=== block 1 ===
Figure 1. Signal wires on met3 (block 1).
Bar = 20 um.
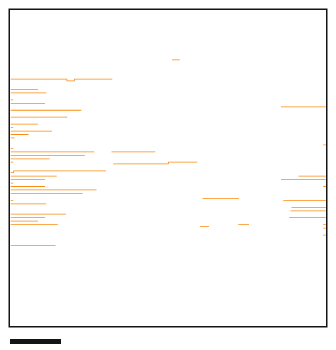

`config.mk`:
```
export PLATFORM = sky130hd
export DESIGN_NAME = mac_acc_sequencer_flat
export DESIGN_NICKNAME = d
export VERILOG_FILES = /design/src/rtl/mac_acc_sequencer_pkg.sv /design/src/rtl/mac_acc_sequencer_if.sv /design/src/rtl/mac_acc_sequencer_idx_counter.sv /design/src/rtl/mac_acc_sequencer.sv /design/src/flat_wrapper.sv
export SDC_FILE = /design/constraint.sdc
export NUM_CORES = 1
export LEC_CHECK = 0
export CORE_MARGIN = 10
export CORE_UTILIZATION = 23
export CTS_CLUSTER_DIAMETER = 60
export DETAILED_ROUTE_END_ITERATION = 10
export PLACE_DENSITY = 0.4
export SLEW_MARGIN = 20
export SYNTH_ARGS = -nofsm -noshare
export SYNTH_HDL_FRONTEND = slang
export SYNTH_SLANG_ARGS = --single-unit
```
`constraint.sdc`:
```
create_clock -name CLK -period 3 [get_ports CLK]
set_input_delay 0.45 -clock CLK [delete_from_list [all_inputs] [get_ports CLK]]
set_output_delay 0.45 -clock CLK [all_outputs]
set_load 0.005 [all_outputs]
```
`src/rtl/mac_acc_sequencer_pkg.sv`:
```
// Purpose : shared DLX-extension definitions for the MAC accumulator sequencer.
// Latency : n/a (types and constants only).
// Backpressure: n/a.
// Contents: MAC FSM state encoding, default counter/address widths.
package mac_acc_sequencer_pkg;

    // Default element-counter width; the longest vector is 2^CNT_W-1 pairs.
    localparam int MAC_CNT_W_DEF = 8;
    // Default operand word-address width; addresses wrap modulo 2^AW.
    localparam int MAC_AW_DEF    = 10;

    typedef enum logic [1:0] {
        MAC_S_IDLE  = 2'd0,
        MAC_S_CLEAR = 2'd1,
        MAC_S_FETCH = 2'd2,
        MAC_S_FIN   = 2'd3
    } mac_state_e;

endpackage

```
`src/rtl/mac_acc_sequencer_if.sv`:
```
// Purpose : bundles the decode-side command, operand-port and accumulator-control signals of the sequencer.
// Latency : n/a (wiring only).
// Backpressure: OP_VALID stalls the fetch; there is no other flow control.
// Ports   : master = EX decode / memory port / accumulator side, slave = the sequencer itself.
interface mac_acc_sequencer_if
    import mac_acc_sequencer_pkg::*;
#(
    parameter int CNT_W = MAC_CNT_W_DEF,
    parameter int AW    = MAC_AW_DEF
) ();

    // command from EX decode
    logic             START;
    logic             ABORT;
    logic [CNT_W-1:0] LEN;
    logic [AW-1:0]    BASE_A;
    logic [AW-1:0]    BASE_B;
    // operand memory port
    logic             OP_REQ;
    logic [AW-1:0]    OP_ADDR_A;
    logic [AW-1:0]    OP_ADDR_B;
    logic             OP_VALID;
    // accumulator register control and status
    logic             ACC_CLR;
    logic             ACC_CE;
    logic             BUSY;
    logic             DONE;
    logic [CNT_W-1:0] ELEM_CNT;

    modport master (
        output START, ABORT, LEN, BASE_A, BASE_B, OP_VALID,
        input  OP_REQ, OP_ADDR_A, OP_ADDR_B, ACC_CLR, ACC_CE, BUSY, DONE, ELEM_CNT
    );

    modport slave (
        input  START, ABORT, LEN, BASE_A, BASE_B, OP_VALID,
        output OP_REQ, OP_ADDR_A, OP_ADDR_B, ACC_CLR, ACC_CE, BUSY, DONE, ELEM_CNT
    );

endinterface

```
`src/rtl/mac_acc_sequencer_idx_counter.sv`:
```
// Purpose : element index counter with latched length/bases, last-element flag and operand address adders.
// Latency : idx updates one cycle after load/inc; flags and addresses are combinational from registers.
// Backpressure: none; the caller only raises inc on an accepted operand pair.
// Ports   : CLK/RST; load (latch len/bases, clear idx), inc; outputs idx, last, len_zero, addr_a, addr_b.
module mac_idx_counter #(
    parameter int CNT_W = 8,
    parameter int AW    = 10
) (
    input  logic             CLK,
    input  logic             RST,
    input  logic             load,
    input  logic [CNT_W-1:0] len_in,
    input  logic [AW-1:0]    base_a_in,
    input  logic [AW-1:0]    base_b_in,
    input  logic             inc,
    output logic [CNT_W-1:0] idx,
    output logic             last,
    output logic             len_zero,
    output logic [AW-1:0]    addr_a,
    output logic [AW-1:0]    addr_b
);

    logic [CNT_W-1:0] idx_q;
    logic [CNT_W-1:0] len_q;
    logic [AW-1:0]    base_a_q;
    logic [AW-1:0]    base_b_q;

    always_ff @(posedge CLK) begin
        if (RST) begin
            idx_q    <= '0;
            len_q    <= '0;
            base_a_q <= '0;
            base_b_q <= '0;
        end else if (load) begin
            idx_q    <= '0;
            len_q    <= len_in;
            base_a_q <= base_a_in;
            base_b_q <= base_b_in;
        end else if (inc) begin
            idx_q <= idx_q + CNT_W'(1);
        end
    end

    assign idx      = idx_q;
    assign len_zero = (len_q == '0);
    // With len_q==0 the comparison wraps to all-ones and never matches idx 0;
    // that case never reaches FETCH anyway.
    assign last     = (idx_q == (len_q - CNT_W'(1)));
    // Sums are truncated to AW bits, so the addresses wrap silently.
    assign addr_a   = base_a_q + AW'(idx_q);
    assign addr_b   = base_b_q + AW'(idx_q);

endmodule

```
`src/rtl/mac_acc_sequencer.sv`:
```
// Purpose : sequences the MAC accumulator: clear on START, then one CE per delivered operand pair, DONE pulse at end.
// Latency : START to DONE = LEN+2 cycles with OP_VALID held high; LEN=0 gives 2 cycles.
// Backpressure: OP_VALID=0 holds FETCH and all outputs indefinitely; START outside IDLE is dropped, not queued.
// Ports   : CLK, RST (sync, active-high); bus = slave side of mac_acc_sequencer_if.
module mac_acc_sequencer
    import mac_acc_sequencer_pkg::*;
#(
    parameter int CNT_W = MAC_CNT_W_DEF,
    parameter int AW    = MAC_AW_DEF
) (
    input  logic               CLK,
    input  logic               RST,
    mac_acc_sequencer_if.slave bus
);

    mac_state_e       state;
    logic             acc_clr_q;
    logic             op_req_q;
    logic             busy_q;
    logic             done_q;

    logic             load;
    logic             acc_ce;
    logic [CNT_W-1:0] idx;
    logic             last;
    logic             len_zero;
    logic [AW-1:0]    addr_a;
    logic [AW-1:0]    addr_b;

    assign load   = (state == MAC_S_IDLE) && bus.START;
    // CE follows OP_VALID in the same cycle; ABORT and RST both mask it so
    // a cancelled sequence never adds one more product.
    assign acc_ce = (state == MAC_S_FETCH) && bus.OP_VALID && !bus.ABORT && !RST;

    mac_idx_counter #(
        .CNT_W (CNT_W),
        .AW    (AW)
    ) u_idx (
        .CLK       (CLK),
        .RST       (RST),
        .load      (load),
        .len_in    (bus.LEN),
        .base_a_in (bus.BASE_A),
        .base_b_in (bus.BASE_B),
        .inc       (acc_ce),
        .idx       (idx),
        .last      (last),
        .len_zero  (len_zero),
        .addr_a    (addr_a),
        .addr_b    (addr_b)
    );

    // Outputs are registered alongside the next state, so each one is a
    // clean decode of the state being entered.
    always_ff @(posedge CLK) begin
        if (RST) begin
            state     <= MAC_S_IDLE;
            acc_clr_q <= 1'b0;
            op_req_q  <= 1'b0;
            busy_q    <= 1'b0;
            done_q    <= 1'b0;
        end else begin
            acc_clr_q <= 1'b0;
            done_q    <= 1'b0;
            case (state)
                MAC_S_IDLE: begin
                    // ABORT is deliberately not looked at here.
                    if (bus.START) begin
                        state     <= MAC_S_CLEAR;
                        acc_clr_q <= 1'b1;
                        busy_q    <= 1'b1;
                    end
                end
                MAC_S_CLEAR: begin
                    if (bus.ABORT) begin
                        state  <= MAC_S_IDLE;
                        busy_q <= 1'b0;
                    end else if (len_zero) begin
                        state  <= MAC_S_FIN;
                        busy_q <= 1'b0;
                        done_q <= 1'b1;
                    end else begin
                        state    <= MAC_S_FETCH;
                        op_req_q <= 1'b1;
                    end
                end
                MAC_S_FETCH: begin
                    if (bus.ABORT) begin
                        state    <= MAC_S_IDLE;
                        op_req_q <= 1'b0;
                        busy_q   <= 1'b0;
                    end else if (bus.OP_VALID && last) begin
                        state    <= MAC_S_FIN;
                        op_req_q <= 1'b0;
                        busy_q   <= 1'b0;
                        done_q   <= 1'b1;
                    end
                end
                MAC_S_FIN: begin
                    state <= MAC_S_IDLE;
                end
                default: begin
                    state <= MAC_S_IDLE;
                end
            endcase
        end
    end

    assign bus.OP_REQ    = op_req_q;
    assign bus.OP_ADDR_A = addr_a;
    assign bus.OP_ADDR_B = addr_b;
    assign bus.ACC_CLR   = acc_clr_q;
    assign bus.ACC_CE    = acc_ce;
    assign bus.BUSY      = busy_q;
    assign bus.DONE      = done_q;
    assign bus.ELEM_CNT  = idx;

endmodule

```
`src/flat_wrapper.sv`:
```
// flat-port wrapper written by rule: the top's interface ports become plain ports
module mac_acc_sequencer_flat import mac_acc_sequencer_pkg::*;
#(
    parameter int CNT_W = MAC_CNT_W_DEF,
    parameter int AW    = MAC_AW_DEF
)
  (CLK, RST, bus_START, bus_ABORT, bus_LEN, bus_BASE_A, bus_BASE_B, bus_OP_VALID, bus_OP_REQ, bus_OP_ADDR_A, bus_OP_ADDR_B, bus_ACC_CLR, bus_ACC_CE, bus_BUSY, bus_DONE, bus_ELEM_CNT);
  mac_acc_sequencer_if #(.CNT_W(CNT_W), .AW(AW)) bus_i ();
  input  logic CLK;
  input  logic RST;
  input wire logic [$bits(bus_i.START)-1:0] bus_START;
  input wire logic [$bits(bus_i.ABORT)-1:0] bus_ABORT;
  input wire logic [$bits(bus_i.LEN)-1:0] bus_LEN;
  input wire logic [$bits(bus_i.BASE_A)-1:0] bus_BASE_A;
  input wire logic [$bits(bus_i.BASE_B)-1:0] bus_BASE_B;
  input wire logic [$bits(bus_i.OP_VALID)-1:0] bus_OP_VALID;
  output wire logic [$bits(bus_i.OP_REQ)-1:0] bus_OP_REQ;
  output wire logic [$bits(bus_i.OP_ADDR_A)-1:0] bus_OP_ADDR_A;
  output wire logic [$bits(bus_i.OP_ADDR_B)-1:0] bus_OP_ADDR_B;
  output wire logic [$bits(bus_i.ACC_CLR)-1:0] bus_ACC_CLR;
  output wire logic [$bits(bus_i.ACC_CE)-1:0] bus_ACC_CE;
  output wire logic [$bits(bus_i.BUSY)-1:0] bus_BUSY;
  output wire logic [$bits(bus_i.DONE)-1:0] bus_DONE;
  output wire logic [$bits(bus_i.ELEM_CNT)-1:0] bus_ELEM_CNT;
  assign bus_i.START = bus_START;
  assign bus_i.ABORT = bus_ABORT;
  assign bus_i.LEN = bus_LEN;
  assign bus_i.BASE_A = bus_BASE_A;
  assign bus_i.BASE_B = bus_BASE_B;
  assign bus_i.OP_VALID = bus_OP_VALID;
  assign bus_OP_REQ = bus_i.OP_REQ;
  assign bus_OP_ADDR_A = bus_i.OP_ADDR_A;
  assign bus_OP_ADDR_B = bus_i.OP_ADDR_B;
  assign bus_ACC_CLR = bus_i.ACC_CLR;
  assign bus_ACC_CE = bus_i.ACC_CE;
  assign bus_BUSY = bus_i.BUSY;
  assign bus_DONE = bus_i.DONE;
  assign bus_ELEM_CNT = bus_i.ELEM_CNT;
  mac_acc_sequencer #(.CNT_W(CNT_W), .AW(AW)) u_core (.CLK(CLK), .RST(RST), .bus(bus_i));
endmodule
```
=== block 2 ===
### config.mk
export PLATFORM = sky130hd
export DESIGN_NAME = ref_clk_train_ctrl
export DESIGN_NICKNAME = d
export VERILOG_FILES = /design/src/rtl/ref_clk_train_ctrl.sv
export SDC_FILE = /design/constraint.sdc
export NUM_CORES = 1
export LEC_CHECK = 0
export CORE_MARGIN = 1.5
export CORE_UTILIZATION = 52
export DETAILED_ROUTE_END_ITERATION = 12
export PLACE_DENSITY = 0.77
export SLEW_MARGIN = 10
export SYNTH_ARGS = -nofsm -noshare
export SYNTH_HDL_FRONTEND = slang
export SYNTH_SLANG_ARGS = --single-unit
export TNS_END_PERCENT = 1
### constraint.sdc
create_clock -name FAB_CLK -period 2.96 [get_ports FAB_CLK]
set_clock_uncertainty 0.2 [all_clocks]
set_input_delay 0.444 -clock FAB_CLK [delete_from_list [all_inputs] [get_ports FAB_CLK]]
set_output_delay 0.444 -clock FAB_CLK [all_outputs]
set_load 0.01 [all_outputs]
### src/rtl/ref_clk_train_ctrl.sv
// Reference-clock delay-line training controller.
// The controller sweeps the IOD delay line upward from tap 0 until the sampled
// reference-clock word changes or becomes unstable. It then steps back BACKOFF
// taps from that edge and parks the delay line there.
module ref_clk_train_ctrl #(
    parameter int unsigned TAP_MAX    = 127,
    parameter int unsigned SETTLE_CYC = 8,
    parameter int unsigned SAMPLES    = 16,
    parameter int unsigned BACKOFF    = 8
) (
    input  logic       FAB_CLK,
    input  logic       RESET,
    input  logic       TRAIN_START,
    input  logic [7:0] RX_DATA,
    input  logic       DELAY_LINE_OUT_OF_RANGE,
    output logic       DELAY_LINE_LOAD,
    output logic       DELAY_LINE_MOVE,
    output logic       DELAY_LINE_DIRECTION,
    output logic       EYE_MONITOR_CLEAR_FLAGS,
    output logic       BUSY,
    output logic       TRAIN_DONE,
    output logic       TRAIN_ERR,
    output logic [7:0] TAP_COUNT,
    output logic [7:0] EDGE_TAP
);

    // SETTLE_CYC and SAMPLES must both be at least 1.
    localparam logic [15:0] SettleLast = 16'(SETTLE_CYC - 1);
    localparam logic [15:0] SampleLast = 16'(SAMPLES - 1);
    localparam logic [7:0]  TapMax     = 8'(TAP_MAX);
    // A backoff wider than any tap always saturates to 0, so clamp it to 8 bits.
    localparam int unsigned BackoffSat = (BACKOFF > 255) ? 255 : BACKOFF;
    localparam logic [8:0]  BackoffW   = 9'(BackoffSat);

    typedef enum logic [2:0] {
        StIdle,
        StLoad,
        StSettle,
        StSample,
        StStep,
        StBack,
        StDone,
        StErr
    } state_e;

    state_e      state_q, state_d;
    logic [7:0]  tap_q, tap_d;
    logic [7:0]  edge_q, edge_d;
    logic [7:0]  ref_q, ref_d;
    logic [7:0]  first_q, first_d;
    logic        unst_q, unst_d;
    logic [15:0] cnt_q, cnt_d;
    logic        from_back_q, from_back_d;
    logic        load_q, load_d;
    logic        move_q, move_d;
    logic        dir_q, dir_d;
    logic        busy_q, busy_d;
    logic        done_q, done_d;
    logic        err_q, err_d;

    logic [8:0]  back_diff;
    logic [7:0]  back_target;
    logic [7:0]  samp_word;
    logic        samp_unst;

    // Next-state, counter and registered-output computation.
    always_comb begin
        state_d     = state_q;
        tap_d       = tap_q;
        edge_d      = edge_q;
        ref_d       = ref_q;
        first_d     = first_q;
        unst_d      = unst_q;
        cnt_d       = cnt_q;
        from_back_d = from_back_q;
        load_d      = 1'b0;
        move_d      = 1'b0;
        dir_d       = dir_q;
        done_d      = done_q;
        err_d       = err_q;

        // Back-off target saturates at tap 0 instead of wrapping.
        back_diff   = {1'b0, edge_q} - BackoffW;
        back_target = back_diff[8] ? 8'd0 : back_diff[7:0];

        // Word and stability of the current tap including this cycle's sample.
        samp_word = (cnt_q == 16'd0) ? RX_DATA : first_q;
        samp_unst = (cnt_q == 16'd0) ? 1'b0 : (unst_q | (RX_DATA != first_q));

        unique case (state_q)
            StIdle, StDone, StErr: begin
                if (TRAIN_START) begin
                    state_d = StLoad;
                    done_d  = 1'b0;
                    err_d   = 1'b0;
                    edge_d  = 8'd0;
                    tap_d   = 8'd0;
                    ref_d   = 8'd0;
                    load_d  = 1'b1;
                end
            end
            StLoad: begin
                state_d     = StSettle;
                cnt_d       = 16'd0;
                from_back_d = 1'b0;
            end
            StSettle: begin
                if (cnt_q == SettleLast) begin
                    cnt_d   = 16'd0;
                    state_d = from_back_q ? StBack : StSample;
                end else begin
                    cnt_d = cnt_q + 16'd1;
                end
            end
            StSample: begin
                first_d = samp_word;
                unst_d  = samp_unst;
                cnt_d   = cnt_q + 16'd1;
                if (cnt_q == SampleLast) begin
                    cnt_d = 16'd0;
                    if (tap_q == 8'd0) begin
                        if (samp_unst) begin
                            state_d = StErr;
                            err_d   = 1'b1;
                        end else begin
                            ref_d   = samp_word;
                            state_d = StStep;
                        end
                    end else if (samp_unst || (samp_word != ref_q)) begin
                        edge_d  = tap_q;
                        state_d = StBack;
                    end else begin
                        state_d = StStep;
                    end
                end
            end
            StStep: begin
                if ((tap_q == TapMax) || DELAY_LINE_OUT_OF_RANGE) begin
                    state_d = StErr;
                    err_d   = 1'b1;
                end else begin
                    move_d      = 1'b1;
                    dir_d       = 1'b1;
                    tap_d       = tap_q + 8'd1;
                    cnt_d       = 16'd0;
                    from_back_d = 1'b0;
                    state_d     = StSettle;
                end
            end
            StBack: begin
                if (tap_q > back_target) begin
                    move_d      = 1'b1;
                    dir_d       = 1'b0;
                    tap_d       = tap_q - 8'd1;
                    cnt_d       = 16'd0;
                    from_back_d = 1'b1;
                    state_d     = StSettle;
                end else begin
                    state_d = StDone;
                    done_d  = 1'b1;
                end
            end
            default: begin
                state_d = StIdle;
            end
        endcase

        busy_d = !((state_d == StIdle) || (state_d == StDone) || (state_d == StErr));
    end

    // State and registered outputs; reset wins over everything including TRAIN_START.
    always_ff @(posedge FAB_CLK) begin
        if (RESET) begin
            state_q     <= StIdle;
            tap_q       <= 8'd0;
            edge_q      <= 8'd0;
            ref_q       <= 8'd0;
            first_q     <= 8'd0;
            unst_q      <= 1'b0;
            cnt_q       <= 16'd0;
            from_back_q <= 1'b0;
            load_q      <= 1'b0;
            move_q      <= 1'b0;
            dir_q       <= 1'b0;
            busy_q      <= 1'b0;
            done_q      <= 1'b0;
            err_q       <= 1'b0;
        end else begin
            state_q     <= state_d;
            tap_q       <= tap_d;
            edge_q      <= edge_d;
            ref_q       <= ref_d;
            first_q     <= first_d;
            unst_q      <= unst_d;
            cnt_q       <= cnt_d;
            from_back_q <= from_back_d;
            load_q      <= load_d;
            move_q      <= move_d;
            dir_q       <= dir_d;
            busy_q      <= busy_d;
            done_q      <= done_d;
            err_q       <= err_d;
        end
    end

    assign DELAY_LINE_LOAD         = load_q;
    assign EYE_MONITOR_CLEAR_FLAGS = load_q;
    assign DELAY_LINE_MOVE         = move_q;
    assign DELAY_LINE_DIRECTION    = dir_q;
    assign BUSY                    = busy_q;
    assign TRAIN_DONE              = done_q;
    assign TRAIN_ERR               = err_q;
    assign TAP_COUNT               = tap_q;
    assign EDGE_TAP                = edge_q;

endmodule

Figure 2. The clock network (block 2).
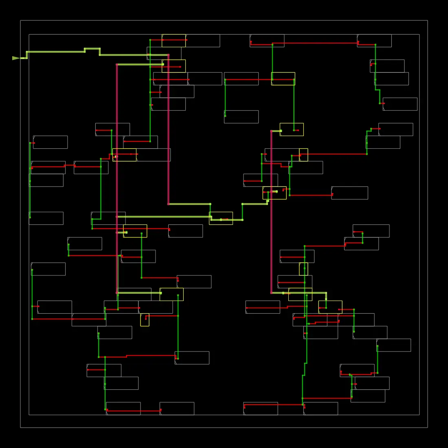
clock group total power: 0.651 mW
source-to-sink clock delay at the later pin of the worst-skew pair: 0.34 ns

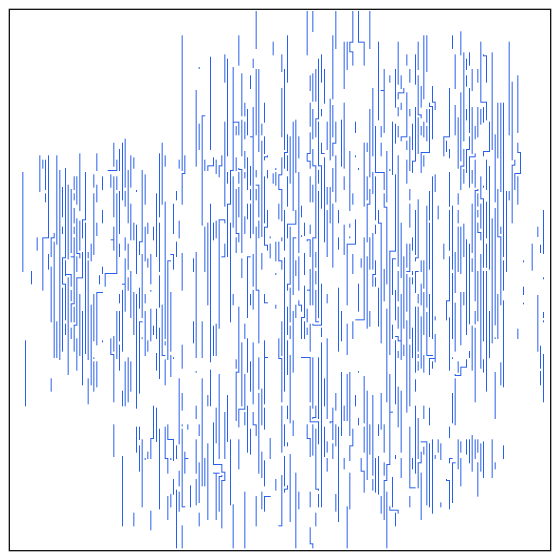
Figure 3: block 2, M2 wires.
nets with wire on the layer: 463
longest straight run: 30.6 um
wire length on this layer: 4,560 um
share of all routed wire: 48%

==> results.rst, block 2 <==
Synthesis and place-and-route
=============================

.. list-table::
   :header-rows: 1

   * - Metric
     - Value
   * - Area of the mapped netlist
     - roughly 3700 um2
   * - Top logic cell family in the synthesized netlist
     - simple AND/OR/NAND/NOR gates
   * - Largest net degree at the start of global routing
     - approximately 40
   * - Comb group
     - 0.401 mW
   * - Filler cells
     - approximately 600
   * - Final RePlAce weighted congestion
     - between 0.8 and 0.9
   * - Remaining antenna violation count
     - 0
   * - Register containing the most flip-flops in the final layout
     - cnt_q
   * - CTS clk-pin slew, worst paths
     - about 0.06 ns
   * - Slack of the critical path
     - -0.0286 ns
   * - Pre-CTS setup slack
     - -0.0626 ns
   * - Register-to-register setup slack
     - -0.03 ns
   * - Violated checks
     - setup timing
   * - Worst VDD drop
     - around 250 uV
   * - Post-route DRC
     - 0
   * - Clock tree from TritonCTS
     - done
   * - Fraction of layout cells with a size suffix above 1
     - 0.159
   * - Area of the core
     - between 6000 and 7000 um2
   * - Proportion of synthesized area in mux cells
     - 0.0518
   * - Fin cells
     - around 600
   * - Final setup violating endpoints
     - 1
   * - Fraction of registers with async set/reset
     - 0
   * - Post-Syn Area per Cell
     - 8.27 um2
   * - Status
     - complete, but fails checks
   * - Overall track demand over capacity in global routing
     - 0.254
   * - Critical Path Source Type
     - flop
   * - Met2 wire length
     - 4.56 mm
   * - DR WL met3
     - roughly 430 um
   * - Synthesis area per yosys
     - 3700 um2
   * - Number of antenna violations at the first check in global routing
     - 0
   * - Area of combinational cells with multiple inputs
     - 2410 um2
==> block 2: synth_stat cells, types with 6 or more instances <==
library cell and count:
dfxtp_1 59, nor2_1 55, nand2_1 47, a21oi_1 31, xnor2_1 27, mux2i_1 18, nor3_1 18, ha_1 17
clkbuf_1 14, inv_1 13, nand3_1 12, xor2_1 11, nand4_1 10, nor4_1 9, a22o_1 8, a211o_1 7
and2_1 6, o21ai_1 6
==> block 2: timing repair <==
action	in CTS	in global routing
pin swaps	0	3
buffers inserted	0	2
gates cloned	0	0
gates resized	1	12
setup endpoints to repair	1	25
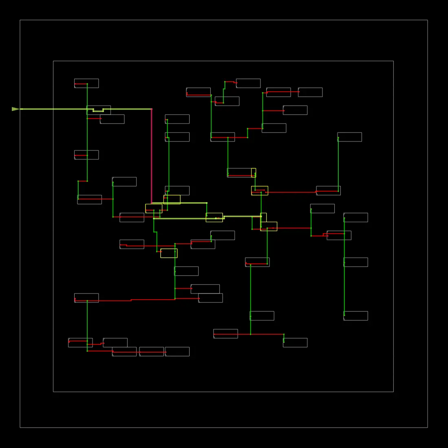
Figure 4: block 1, the clock network.
CTS Sinks: 42
source-to-sink clock delay at the later pin of the worst-skew pair: 0.29 ns
worst setup skew after layout: 0.00643 ns
Flop Count: 42

Notes on Figure 1 above:
wire length on this layer: 658 um
main direction: horizontal
longest straight run: 36.1 um
share of all routed wire: 8.5%

==> results.rst, block 1 <==
Synthesis and place-and-route
=============================

.. list-table::
   :header-rows: 1

   * - Metric
     - Value
   * - Top cell family by delay on the critical path
     - buffers and inverters
   * - HPWL after detailed placement
     - 5.93 mm
   * - Adder-cell share of the synthesized area
     - 0.127
   * - CP peak stage delay
     - roughly 0.46 ns
   * - Clock group total power
     - between 0.3 and 0.4 mW
   * - Combined buffer and inverter count along the critical path
     - 3
   * - Final Net Count
     - slightly above 400
   * - Leakage
     - 1.51 nW
   * - Count of warning messages emitted by the tools
     - 29
   * - Fraction of registers with async set/reset
     - 0
   * - Final Slew Violations
     - 0
   * - Clock tree from TritonCTS
     - done
   * - Seq/total area
     - 0.241
   * - Flop area
     - 845 um2
   * - Core Rows
     - 37
   * - Fraction of power spent switching nets
     - 0.284
   * - # port buffers
     - approximately 65
   * - Clock buffers
     - 7
   * - Largest net degree at the start of global routing
     - 30
   * - Status
     - finished clean
   * - Number of primary I/O pins
     - 66
   * - Clock Root Buffer
     - clkbuf_8
   * - Regs by FF count
     - u_core.u_idx.base_a_q (10), u_core.u_idx.base_b_q (10)
   * - Fin cells
     - 493
   * - Most frequently placed logic cell in the final layout
     - clkdlybuf4s50_1
   * - Fp_density
     - 0.239
   * - Number of cells on the worst reg-to-reg path
     - 6
   * - CTS-repair resized insts
     - 14
==> block 1: metrics by stage <==
step / total power [mW] / setup slack (ns) / cell area, um2 / util / hold slack (ns)
floorplan: 0.813 / 0.442 / 2490 / - / 0.444
global placement: 0.973 / 0.0588 / 3360 / 0.323 / 0.447
detailed placement: 0.971 / 0.0115 / 3360 / 0.323 / 0.451
CTS: 1.37 / 0.0125 / 3480 / 0.334 / 0.464
global route: 1.43 / 0.00414 / 3510 / 0.337 / 0.509
finish: 1.34 / 0.125 / 3510 / 0.337 / 0.462


==> layout pictures side by side <==
M1 wires.
Bar = 20 um.
Plate I
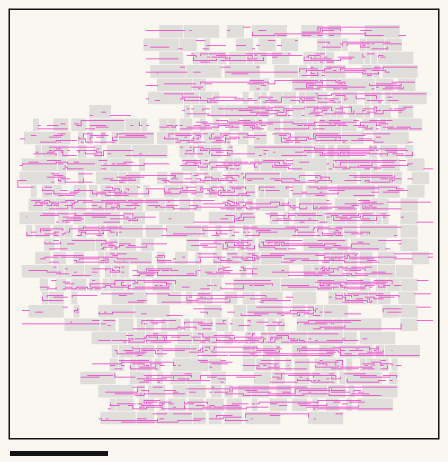
Plate II
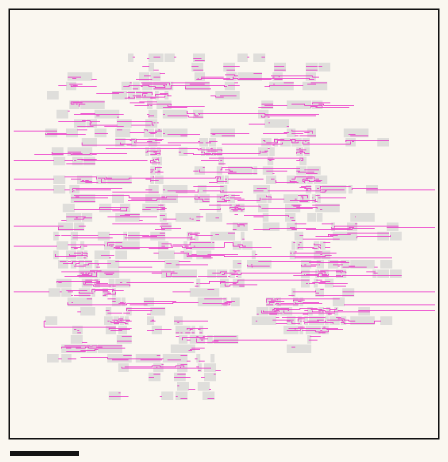
block 2: Plate I
block 1: Plate II

Power and IR drop assume default switching activity.
